==================== block 1
File: config.mk
export PLATFORM = sky130hd
export DESIGN_NAME = usb_line_state_det
export DESIGN_NICKNAME = d
export VERILOG_FILES = /design/src/rtl/usb_line_state_det.sv
export SDC_FILE = /design/constraint.sdc
export NUM_CORES = 1
export LEC_CHECK = 0
export CAP_MARGIN = 10
export CORE_MARGIN = 2
export CORE_UTILIZATION = 45
export CTS_CLUSTER_SIZE = 25
export DETAILED_ROUTE_END_ITERATION = 12
export PLACE_DENSITY_LB_ADDON = 0.12
export SETUP_SLACK_MARGIN = 0.02
export SLEW_MARGIN = 20
export SYNTH_ARGS = -nofsm -noshare
export SYNTH_HDL_FRONTEND = slang
export SYNTH_SLANG_ARGS = --single-unit
File: constraint.sdc
create_clock -name clk -period 2.17 [get_ports clk]
set_clock_uncertainty 0.1 [all_clocks]
set_input_delay 0.3255 -clock clk [delete_from_list [all_inputs] [get_ports clk]]
set_output_delay 0.3255 -clock clk [all_outputs]
set_load 0.01 [all_outputs]
File: src/rtl/usb_line_state_det.sv
// rtl/usb_line_state_det.sv - USB bus line-state detector (bus reset, suspend, resume)
// Optional raw-sample glitch filter: define USB_LINE_STATE_GLITCH_FILTER_EN
module usb_line_state_det #(
    parameter int IN_CLK_MHZ = 12,
    parameter int RESET_NS   = 2500,
    parameter int SUSPEND_US = 3000,
    parameter int RESUME_US  = 10
) (
    input  logic       clk,
    input  logic       reset,
    input  logic       usb_p_rx,
    input  logic       usb_n_rx,
    output logic       usb_reset,
    output logic       suspend,
    output logic       resume,
    output logic [1:0] line_state
);

    localparam int RESET_CYC   = RESET_NS * IN_CLK_MHZ / 1000;
    localparam int SUSPEND_CYC = SUSPEND_US * IN_CLK_MHZ;
    localparam int RESUME_CYC  = RESUME_US * IN_CLK_MHZ;
    localparam int CW          = $clog2(SUSPEND_CYC + 1);

    localparam logic [CW-1:0] RESET_THR   = CW'(RESET_CYC);
    localparam logic [CW-1:0] SUSPEND_THR = CW'(SUSPEND_CYC);
    localparam logic [CW-1:0] RESUME_THR  = CW'(RESUME_CYC);

    localparam logic [1:0] LS_SE0 = 2'b00;
    localparam logic [1:0] LS_J   = 2'b10;
    localparam logic [1:0] LS_K   = 2'b01;
    localparam logic [1:0] LS_SE1 = 2'b11;

    typedef enum logic [1:0] {
        ST_ACTIVE,
        ST_BUS_RESET,
        ST_SUSPENDED,
        ST_RESUMING
    } state_t;

    logic [1:0]    raw;
    logic [1:0]    ls_next;
    logic [1:0]    ls_prev;
    logic [CW-1:0] run_cnt;
    state_t        state;
    state_t        state_d;
    logic          se0_hit;
    logic          j_hit;
    logic          k_hit;

    assign raw = {usb_p_rx, usb_n_rx};

`ifdef USB_LINE_STATE_GLITCH_FILTER_EN
    logic [1:0] raw_last;
    logic [1:0] raw_cnt;

    // Count consecutive identical raw samples, saturating at 3
    always_ff @(posedge clk) begin
        if (reset) begin
            raw_last <= LS_SE1;
            raw_cnt  <= 2'd0;
        end else begin
            raw_last <= raw;
            if (raw != raw_last)
                raw_cnt <= 2'd1;
            else if (raw_cnt != 2'd3)
                raw_cnt <= raw_cnt + 2'd1;
        end
    end

    // Accept a raw value on its third identical sample in a row
    always_comb begin
        ls_next = line_state;
        if (raw == raw_last && raw_cnt >= 2'd2)
            ls_next = raw;
    end
`else
    assign ls_next = raw;
`endif

    // Accepted line state register
    always_ff @(posedge clk) begin
        if (reset)
            line_state <= LS_SE1;
        else
            line_state <= ls_next;
    end

    // Run length of line_state, kept one cycle behind alongside ls_prev;
    // saturation at the suspend threshold is the longest run that matters
    always_ff @(posedge clk) begin
        if (reset) begin
            ls_prev <= LS_SE1;
            run_cnt <= '0;
        end else begin
            ls_prev <= line_state;
            if (line_state != ls_prev)
                run_cnt <= CW'(1);
            else if (run_cnt != SUSPEND_THR)
                run_cnt <= run_cnt + CW'(1);
        end
    end

    // Equality hits fire once per run; SE1 never matches any of them
    assign se0_hit = (ls_prev == LS_SE0) && (run_cnt == RESET_THR);
    assign j_hit   = (ls_prev == LS_J)   && (run_cnt == SUSPEND_THR);
    assign k_hit   = (ls_prev == LS_K)   && (run_cnt == RESUME_THR);

    // Next-state logic
    always_comb begin
        state_d = state;
        case (state)
            ST_ACTIVE: begin
                if (se0_hit)
                    state_d = ST_BUS_RESET;
                else if (j_hit)
                    state_d = ST_SUSPENDED;
            end
            ST_BUS_RESET: begin
                if (line_state == LS_J || line_state == LS_K)
                    state_d = ST_ACTIVE;
            end
            ST_SUSPENDED: begin
                if (se0_hit)
                    state_d = ST_BUS_RESET;
                else if (k_hit)
                    state_d = ST_RESUMING;
            end
            ST_RESUMING: begin
                if (line_state == LS_SE0 || line_state == LS_J)
                    state_d = ST_ACTIVE;
            end
            default: state_d = ST_ACTIVE;
        endcase
    end

    // State register with outputs registered from the next state
    always_ff @(posedge clk) begin
        if (reset) begin
            state     <= ST_ACTIVE;
            usb_reset <= 1'b0;
            suspend   <= 1'b0;
            resume    <= 1'b0;
        end else begin
            state     <= state_d;
            usb_reset <= (state_d == ST_BUS_RESET);
            suspend   <= (state_d == ST_SUSPENDED) || (state_d == ST_RESUMING);
            resume    <= (state == ST_SUSPENDED) && (state_d == ST_RESUMING);
        end
    end

endmodule

Fig. 1: block 1, the metal 2 layer
Scale bar: 20 um.
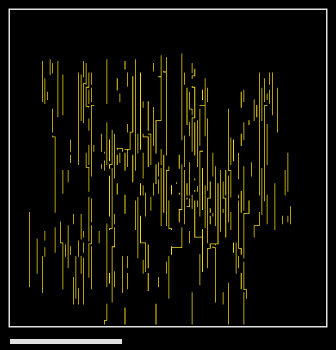
The wires run mostly vertical. The longest straight run is 21.8 um. The layer carries 1160 um of wire.
Routed Wire Length: 2.530 mm
routing usage on met2: 27.23%
Vias: 1080

Fig. 2: block 1, gate-type map
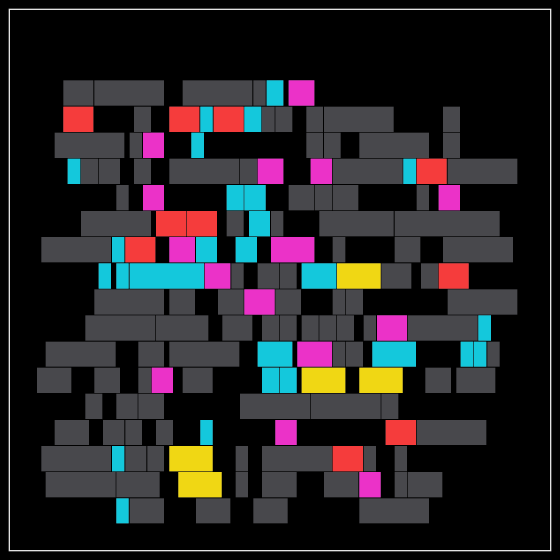
Magenta marks AND and OR gates, cells 15. Cyan marks NOR gates, cells 26. Yellow marks adder and majority cells, cells 5. Red marks XOR/XNOR gates, cells 10.
most frequent logic cell in the layout: dfxtp_1
Finished Layout Cells: 186

Fig. 3: block 1, where the registers sit
Scale bar: 20 um. Other sequential cells in the stronger gray, the rest of the logic in the fainter gray.
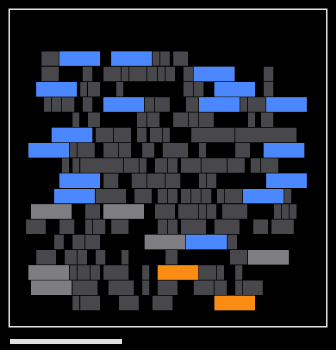
Orange marks `line_state`, placed flops 2. Blue marks `run_cnt`, placed flops 16.
utilization after layout: 57.24%
FF/Latch Area: 480.5 um^2

==> summary.txt <==
run metrics: setup bufs post-CTS 0, max incr delay on CP 0.45 ns, clock group share of total power 38.8%, CTS Buf Count 3, status finished clean, Post-Synth AOI/OAI Area between 10 and 15%, Buf/Inv on CP 2, Synth async-reset ratio 0%, Cell variety after synth 38, final instance area around 1400 um^2, placed cell count 182, R2R Path End usb_reset, max reg flops 16, clock buf count 3, crit share post-route between 90% and 100%
==> layer usage <==
metal | vias up | GRT usage [%] | share of wire (%)
li1 | 541 | - | -
met1 | 516 | 25.25 | 49
met2 | 21 | 27.23 | 46
met3 | 2 | 4.839 | 4.5
met4 | 0 | 4.082 | 0.75
met5 | - | 0 | 0
==> timing repair <==
| item | in CTS | in global routing |
|---|---|---|
| resized | 0 | 3 |
| hold endpoints to repair | 0 | 0 |
| setup endpoints to repair | 0 | 2 |
| hold buffers | 0 | 0 |

==================== block 2
Fig. 4: block 2, signal wires on met3
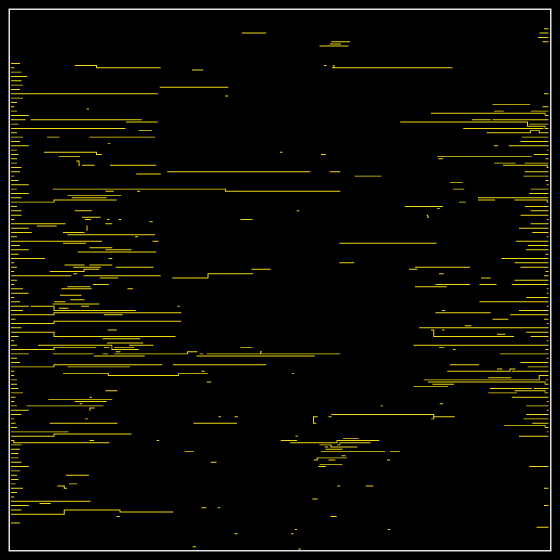
**src/rtl/result_writeback_if.sv**
```systemverilog
// Memory write-master bus used by the result writeback engine.
// Uses a waitrequest-style handshake: a write is accepted when mem_write=1 and mem_waitrequest=0.
interface result_writeback_if #(
  parameter int ADDR_W = 32,
  parameter int MEM_W  = 64
);
  logic              mem_write;
  logic [ADDR_W-1:0] mem_address;
  logic [MEM_W-1:0]  mem_writedata;
  logic              mem_waitrequest;

  modport master (
    output mem_write,
    output mem_address,
    output mem_writedata,
    input  mem_waitrequest
  );

  modport slave (
    input  mem_write,
    input  mem_address,
    input  mem_writedata,
    output mem_waitrequest
  );
endinterface

```
**src/rtl/result_writeback.sv**
```systemverilog
// Snapshots the MAC accumulator results on start and drains them to memory,
// one zero-extended write per lane, then pulses done.
module result_writeback #(
  parameter int NUM_RESULTS = 8,
  parameter int DATA_W      = 24,
  parameter int MEM_W       = 64,
  parameter int ADDR_W      = 32,
  parameter int ADDR_STRIDE = 8
) (
  input  logic                  clk,
  input  logic                  rst_n,
  input  logic                  start,
  input  logic [ADDR_W-1:0]     base_addr,
  input  logic [DATA_W-1:0]     results [NUM_RESULTS],
  result_writeback_if.master    mem,
  output logic                  busy,
  output logic                  done
);

  localparam int IDX_W = (NUM_RESULTS > 1) ? $clog2(NUM_RESULTS) : 1;
  localparam logic [IDX_W-1:0] LAST_IDX = IDX_W'(NUM_RESULTS - 1);

  typedef enum logic [1:0] {IDLE, WRITE, DONE} state_t;

  state_t             state_q, state_d;
  logic [IDX_W-1:0]   idx_q, idx_d;
  logic [DATA_W-1:0]  snap_q [NUM_RESULTS];
  logic [DATA_W-1:0]  snap_d [NUM_RESULTS];
  logic               write_q, write_d;
  logic [ADDR_W-1:0]  addr_q, addr_d;
  logic [MEM_W-1:0]   wdata_q, wdata_d;
  logic               busy_q, busy_d;
  logic               done_q, done_d;
  logic [IDX_W-1:0]   idx_inc;

  function automatic logic [MEM_W-1:0] zext(input logic [DATA_W-1:0] v);
    return {{(MEM_W - DATA_W){1'b0}}, v};
  endfunction

  assign idx_inc = idx_q + IDX_W'(1);

  always_comb begin
    state_d = state_q;
    idx_d   = idx_q;
    snap_d  = snap_q;
    write_d = write_q;
    addr_d  = addr_q;
    wdata_d = wdata_q;
    busy_d  = busy_q;
    done_d  = 1'b0;

    unique case (state_q)
      IDLE: begin
        if (start) begin
          snap_d  = results;
          idx_d   = '0;
          busy_d  = 1'b1;
          write_d = 1'b1;
          addr_d  = base_addr;
          wdata_d = zext(results[0]);
          state_d = WRITE;
        end
      end
      WRITE: begin
        // Everything holds while the memory stalls; only an accepted write advances.
        if (write_q && !mem.mem_waitrequest) begin
          if (idx_q == LAST_IDX) begin
            write_d = 1'b0;
            done_d  = 1'b1;
            state_d = DONE;
          end else begin
            idx_d   = idx_inc;
            addr_d  = addr_q + ADDR_W'(ADDR_STRIDE);
            wdata_d = zext(snap_q[idx_inc]);
          end
        end
      end
      DONE: begin
        busy_d  = 1'b0;
        idx_d   = '0;
        state_d = IDLE;
      end
      default: begin
        state_d = IDLE;
      end
    endcase
  end

  always_ff @(posedge clk or negedge rst_n) begin
    if (!rst_n) begin
      state_q <= IDLE;
      idx_q   <= '0;
      write_q <= 1'b0;
      addr_q  <= '0;
      wdata_q <= '0;
      busy_q  <= 1'b0;
      done_q  <= 1'b0;
      for (int i = 0; i < NUM_RESULTS; i++) begin
        snap_q[i] <= '0;
      end
    end else begin
      state_q <= state_d;
      idx_q   <= idx_d;
      write_q <= write_d;
      addr_q  <= addr_d;
      wdata_q <= wdata_d;
      busy_q  <= busy_d;
      done_q  <= done_d;
      for (int i = 0; i < NUM_RESULTS; i++) begin
        snap_q[i] <= snap_d[i];
      end
    end
  end

  assign mem.mem_write     = write_q;
  assign mem.mem_address   = addr_q;
  assign mem.mem_writedata = wdata_q;
  assign busy              = busy_q;
  assign done              = done_q;

endmodule

```
**src/flat_wrapper.sv**
```systemverilog
// flat-port wrapper written by rule: the top's interface ports become plain ports
module result_writeback_flat 
#(
  parameter int NUM_RESULTS = 8,
  parameter int DATA_W      = 24,
  parameter int MEM_W       = 64,
  parameter int ADDR_W      = 32,
  parameter int ADDR_STRIDE = 8
)
  (clk, rst_n, start, base_addr, results, busy, done, mem_mem_write, mem_mem_address, mem_mem_writedata, mem_mem_waitrequest);
  result_writeback_if #(.ADDR_W(ADDR_W), .MEM_W(MEM_W)) mem_i ();
  input  logic clk;
  input  logic rst_n;
  input  logic start;
  input  logic [ADDR_W-1:0] base_addr;
  input  logic [DATA_W-1:0] results[NUM_RESULTS];
  output logic busy;
  output logic done;
  output wire logic [$bits(mem_i.mem_write)-1:0] mem_mem_write;
  output wire logic [$bits(mem_i.mem_address)-1:0] mem_mem_address;
  output wire logic [$bits(mem_i.mem_writedata)-1:0] mem_mem_writedata;
  input wire logic [$bits(mem_i.mem_waitrequest)-1:0] mem_mem_waitrequest;
  assign mem_mem_write = mem_i.mem_write;
  assign mem_mem_address = mem_i.mem_address;
  assign mem_mem_writedata = mem_i.mem_writedata;
  assign mem_i.mem_waitrequest = mem_mem_waitrequest;
  result_writeback #(.NUM_RESULTS(NUM_RESULTS), .DATA_W(DATA_W), .MEM_W(MEM_W), .ADDR_W(ADDR_W), .ADDR_STRIDE(ADDR_STRIDE)) u_core (.clk(clk), .rst_n(rst_n), .start(start), .base_addr(base_addr), .results(results), .mem(mem_i), .busy(busy), .done(done));
endmodule
```
**config.mk**
```make
export PLATFORM = sky130hd
export DESIGN_NAME = result_writeback_flat
export DESIGN_NICKNAME = d
export VERILOG_FILES = /design/src/rtl/result_writeback_if.sv /design/src/rtl/result_writeback.sv /design/src/flat_wrapper.sv
export SDC_FILE = /design/constraint.sdc
export NUM_CORES = 1
export LEC_CHECK = 0
export CORE_MARGIN = 1.5
export CORE_UTILIZATION = 44
export CTS_CLUSTER_SIZE = 16
export DETAILED_ROUTE_END_ITERATION = 6
export MAX_ROUTING_LAYER = met4
export PLACE_DENSITY = 0.85
export SLEW_MARGIN = 20
export SYNTH_ARGS = -nofsm -noshare
export SYNTH_HDL_FRONTEND = slang
export SYNTH_SLANG_ARGS = --single-unit
export TNS_END_PERCENT = 30
```
**constraint.sdc**
```tcl
create_clock -name clk -period 2 [get_ports clk]
set_clock_uncertainty 0.15 [all_clocks]
set_input_delay 0.6 -clock clk [delete_from_list [all_inputs] [get_ports clk]]
set_output_delay 0.6 -clock clk [all_outputs]
set_load 0.03 [all_outputs]
```
==> summary.txt <==
run metrics: setup ws final -0.05264 ns, post-route minimum period a little over 2 ns, routing usage on met2 ~48%, inverters 3, Finished Layout Cells 2041, Critical Path RT between 2 and 2.5 ns, YS warnings 0, Setup crit start u_core.idx_q[0], wire length on met1 approximately 14 mm, core area around 27000 um^2, met2 wire length between 15 and 20 mm, failing checks setup timing, final setup violation count 20, max incr delay on CP between 0.4 and 0.5 ns, overall power 0.02852 W, clock buf count 40, reg2reg start u_core.idx_q[0], RSZ-0062 raised after global routing true, Synth top area share a little over half, number of enable flip-flop cells 0, worst skew pair latency around 0.55 ns, Max-slew headroom between 60% and 70%, Pwr Density approximately 1700 nW/um^2, highest routing layer actually used met4, utilization after layout 63.61%, status finished, violations left, Main area contributors dfrtp_1 (53%), nand2_1 (20%), mux4_2 (8.9%)
About Fig. 4:
The longest straight run is 54.1 um. 315 nets have wire on it.
Routed Wire Length: 38.51 mm
Vias: 10890
GR Layer Usage met3: 5.434%

[state kept, by name, indices dropped and copies added (netlist names)]
register                  cells
u_core.busy                   1
u_core.done                   1
u_core.idx_q                  3
u_core.mem.mem_address       32
u_core.mem.mem_write          1
u_core.mem.mem_writedata     24
u_core.snap_q               192
u_core.state_q                2
[power breakdown]
part | internal, W | leakage, nW | switching [W]
Combinational | 0.00612 | 4.52 | 0.00716
Sequential | 0.00784 | 3.15 | 0.00181
Clock | 0.00344 | 0.489 | 0.00216
Total | 0.0174 | 8.15 | 0.0111

==================== block 3
### src/rtl/powerup_ctrl.sv
// -----------------------------------------------------------------------------
// powerup_ctrl
// Power-up pack sequencer for the pong game. It waits in IDLE, spawns a pack,
// and keeps it armed until the ball overlaps it or it expires. It then reports
// the pack as eaten and, if it was hit, applies a timed effect owned by the
// player who last touched the ball. Only one pack or effect exists at a time.
//
// Ports
//   clk            system clock, rising edge
//   reset          asynchronous, active-low
//   frame_tick     one-cycle pulse per video frame
//   round_reset    one-cycle pulse on a point scored; overrides everything
//   ball_x/ball_y  ball top-left corner
//   ball_dir       last paddle hit (0 left, 1 right)
//   rx/ry/mode     pack position and type from the renderer
//   spawn/eaten    registered one-cycle pulses to the renderer
//   effect_active  an effect is applied
//   effect_mode    type of the applied effect
//   effect_owner   player who earned it
//   frames_left    frames remaining in EFFECT
// -----------------------------------------------------------------------------
module powerup_ctrl #(
    parameter logic [7:0] SPAWN_DELAY   = 8'd120,
    parameter logic [9:0] ARMED_FRAMES  = 10'd600,
    parameter logic [9:0] EFFECT_FRAMES = 10'd300,
    parameter int         PP_W          = 20,
    parameter int         PP_H          = 20,
    parameter int         BALL_SIZE     = 16
) (
    input  logic        clk,
    input  logic        reset,
    input  logic        frame_tick,
    input  logic        round_reset,
    input  logic [10:0] ball_x,
    input  logic [9:0]  ball_y,
    input  logic        ball_dir,
    input  logic [10:0] rx,
    input  logic [9:0]  ry,
    input  logic [1:0]  mode,
    output logic        spawn,
    output logic        eaten,
    output logic        effect_active,
    output logic [1:0]  effect_mode,
    output logic        effect_owner,
    output logic [9:0]  frames_left
);

    typedef enum logic [2:0] {IDLE, SPAWN, ARMED, EATEN, EFFECT} state_e;

    localparam logic [9:0] SPAWN_LAST = {2'b00, SPAWN_DELAY - 8'd1};
    localparam logic [9:0] ARMED_LAST = ARMED_FRAMES - 10'd1;

    state_e      state_q, state_d;
    logic [9:0]  cnt_q, cnt_d;
    logic        spawn_q, spawn_d;
    logic        eaten_q, eaten_d;
    logic        active_q, active_d;
    logic [1:0]  emode_q, emode_d;
    logic        eown_q, eown_d;
    logic [9:0]  fl_q, fl_d;
    logic        award_q, award_d;

    // Box overlap. Ends are one bit wider than the coordinates so a pack near
    // the right/bottom edge cannot wrap around and match a ball at the origin.
    logic [11:0] rx_end, bx_end;
    logic [10:0] ry_end, by_end;
    logic        hit;

    assign rx_end = {1'b0, rx}     + 12'(PP_W);
    assign bx_end = {1'b0, ball_x} + 12'(BALL_SIZE);
    assign ry_end = {1'b0, ry}     + 11'(PP_H);
    assign by_end = {1'b0, ball_y} + 11'(BALL_SIZE);

    assign hit = ({1'b0, ball_x} < rx_end) && ({1'b0, rx} < bx_end) &&
                 ({1'b0, ball_y} < ry_end) && ({1'b0, ry} < by_end);

    always_comb begin
        state_d  = state_q;
        cnt_d    = cnt_q;
        spawn_d  = 1'b0;
        eaten_d  = 1'b0;
        active_d = active_q;
        emode_d  = emode_q;
        eown_d   = eown_q;
        fl_d     = fl_q;
        award_d  = award_q;

        if (round_reset) begin
            state_d  = IDLE;
            cnt_d    = '0;
            active_d = 1'b0;
            fl_d     = '0;
            award_d  = 1'b0;
            // A pack already announced to the renderer must be hidden again.
            eaten_d  = (state_q == ARMED) || (state_q == SPAWN);
        end else begin
            unique case (state_q)
                IDLE: begin
                    if (frame_tick) begin
                        if (cnt_q == SPAWN_LAST) begin
                            state_d = SPAWN;
                            cnt_d   = '0;
                            spawn_d = 1'b1;
                        end else begin
                            cnt_d = cnt_q + 10'd1;
                        end
                    end
                end
                SPAWN: state_d = ARMED;
                ARMED: begin
                    if (frame_tick) begin
                        // Hit is checked first so it beats a same-tick expiry.
                        if (hit) begin
                            emode_d = mode;
                            eown_d  = ball_dir;
                            award_d = 1'b1;
                            state_d = EATEN;
                            eaten_d = 1'b1;
                        end else if (cnt_q == ARMED_LAST) begin
                            award_d = 1'b0;
                            state_d = EATEN;
                            eaten_d = 1'b1;
                        end else begin
                            cnt_d = cnt_q + 10'd1;
                        end
                    end
                end
                EATEN: begin
                    cnt_d   = '0;
                    award_d = 1'b0;
                    if (award_q) begin
                        state_d  = EFFECT;
                        active_d = 1'b1;
                        fl_d     = EFFECT_FRAMES;
                    end else begin
                        state_d = IDLE;
                    end
                end
                EFFECT: begin
                    if (frame_tick) begin
                        if (fl_q <= 10'd1) begin
                            fl_d     = '0;
                            active_d = 1'b0;
                            state_d  = IDLE;
                            cnt_d    = '0;
                        end else begin
                            fl_d = fl_q - 10'd1;
                        end
                    end
                end
                default: state_d = IDLE;
            endcase
        end
    end

    always_ff @(posedge clk or negedge reset) begin
        if (!reset) begin
            state_q  <= IDLE;
            cnt_q    <= '0;
            spawn_q  <= 1'b0;
            eaten_q  <= 1'b0;
            active_q <= 1'b0;
            emode_q  <= 2'b00;
            eown_q   <= 1'b0;
            fl_q     <= '0;
            award_q  <= 1'b0;
        end else begin
            state_q  <= state_d;
            cnt_q    <= cnt_d;
            spawn_q  <= spawn_d;
            eaten_q  <= eaten_d;
            active_q <= active_d;
            emode_q  <= emode_d;
            eown_q   <= eown_d;
            fl_q     <= fl_d;
            award_q  <= award_d;
        end
    end

    assign spawn         = spawn_q;
    assign eaten         = eaten_q;
    assign effect_active = active_q;
    assign effect_mode   = emode_q;
    assign effect_owner  = eown_q;
    assign frames_left   = fl_q;

endmodule

### config.mk
export PLATFORM = sky130hd
export DESIGN_NAME = powerup_ctrl
export DESIGN_NICKNAME = d
export VERILOG_FILES = /design/src/rtl/powerup_ctrl.sv
export SDC_FILE = /design/constraint.sdc
export NUM_CORES = 1
export LEC_CHECK = 0
export CORE_MARGIN = 1
export CORE_UTILIZATION = 42
export DETAILED_ROUTE_END_ITERATION = 10
export GPL_ROUTABILITY_DRIVEN = 0
export HOLD_SLACK_MARGIN = 0.02
export PLACE_DENSITY_LB_ADDON = 0.2
export REMOVE_ABC_BUFFERS = 1
export SETUP_SLACK_MARGIN = 0.15
export SLEW_MARGIN = 20
export SYNTH_ARGS = -nofsm -noshare
export SYNTH_HDL_FRONTEND = slang
export SYNTH_SLANG_ARGS = --single-unit
### constraint.sdc
create_clock -name clk -period 2.65 [get_ports clk]
set_clock_uncertainty 0.15 [all_clocks]
set_input_delay 0.795 -clock clk [delete_from_list [all_inputs] [get_ports clk]]
set_output_delay 0.795 -clock clk [all_outputs]
set_load 0.01 [all_outputs]
Fig. 5: block 3, signal wires on met3
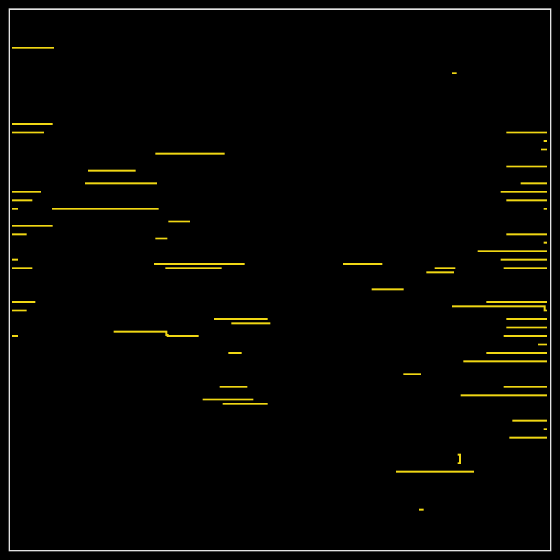
The layer holds 4.2% of the routed length. The wires run mostly horizontal. The longest straight run is 16.8 um.
Vias: 3223
Routed Wire Length: 8.725 mm
GR Layer Usage met3: 2.952%

==> summary.txt <==
run metrics: status finished, violations left, failing checks setup timing, htree depth 2, reg2reg start cnt_q[0], Setup crit start rx[2], Max-slew headroom a little over two thirds, final instance area roughly 4700 um^2, Min-Delay Endpoint effect_active, GRT busiest layer met2, setup ws final -0.6525 ns, Pwr Density 337.0 nW/um^2, Static Leakage approximately 2.2 nW, port bufs ~64, Starting Density between 40 and 50%, post-synth area from yosys stat between 3000 and 4000 um^2, R2R cell count 9, Ports roughly 65, post-route minimum period between 3 and 4 ns, register clock-pin slew on the reported worst setup and hold paths 0.06 ns, clock group share of total power 27.7%, Post-synth regs 30, non-clock buffer count ~140, ClkCell Share 2.360%, hpwl dp 6.256 mm, # hold bufs at CTS 0, met2 wire length roughly 4.4 mm, tool warnings 32, Critical Path RT 2.66 ns, Synth top area share about 25%, clock sink total 30, seq_cells 30, final setup violation count 16
Fig. 6: block 3, gate-type map
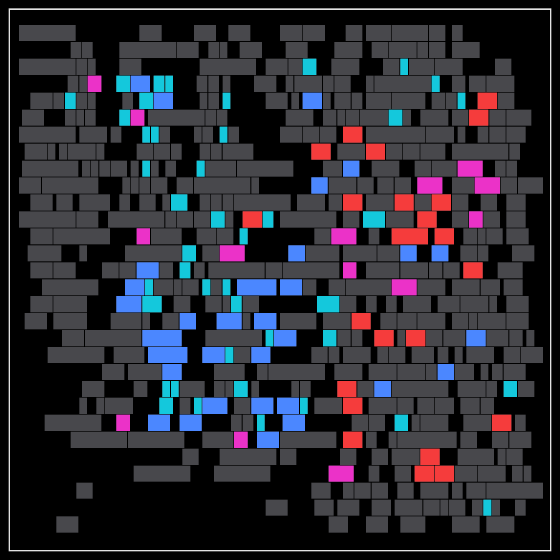
Blue marks AND-OR and OR-AND gates, cells 32. Red marks XOR/XNOR gates, cells 23. Cyan marks NOR gates, cells 43. Magenta marks AND and OR gates, cells 14.
multi-input combinational area share: 51.22%
Finished Layout Cells: 591

-- stage by stage --
stage | setup TNS, ns | worst slack, ns | power, W | hold WS, ns | cells
finish | -9.688 | -0.6525 | 0.001572 | 0.3494 | 591
detailed placement | -21.12 | -1.429 | 0.001055 | 0.3260 | 571
global route | -11.52 | -0.7577 | 0.001672 | 0.3915 | 591
floorplan | -9.615 | -0.6975 | 0.0007754 | 0.3212 | 344
global placement | -19.76 | -1.317 | 0.001040 | 0.3361 | 571
CTS | -9.057 | -0.6353 | 0.001550 | 0.3633 | 591


==> gallery <==
Track usage over the die.
(a)
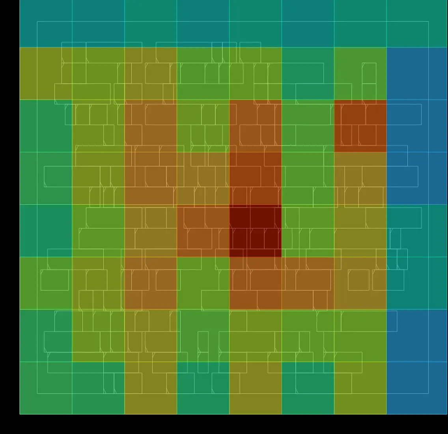
(b)
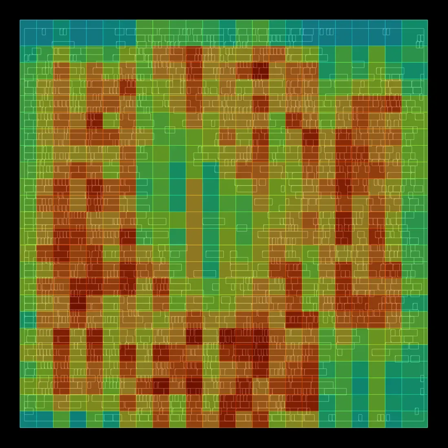
(c)
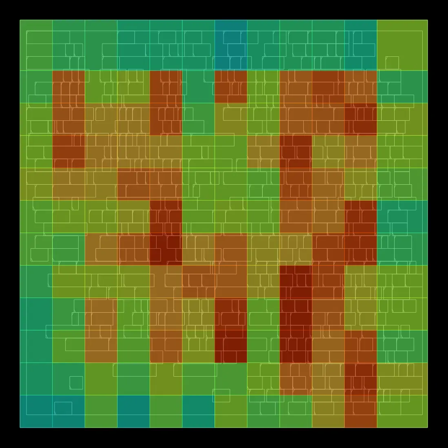
Of these, lowest track usage: (a)
Of these, most wire per cell: (b)
(a) comes from block 1.
(c) comes from block 3.
(b) comes from block 2.

Power and IR drop assume default switching activity.
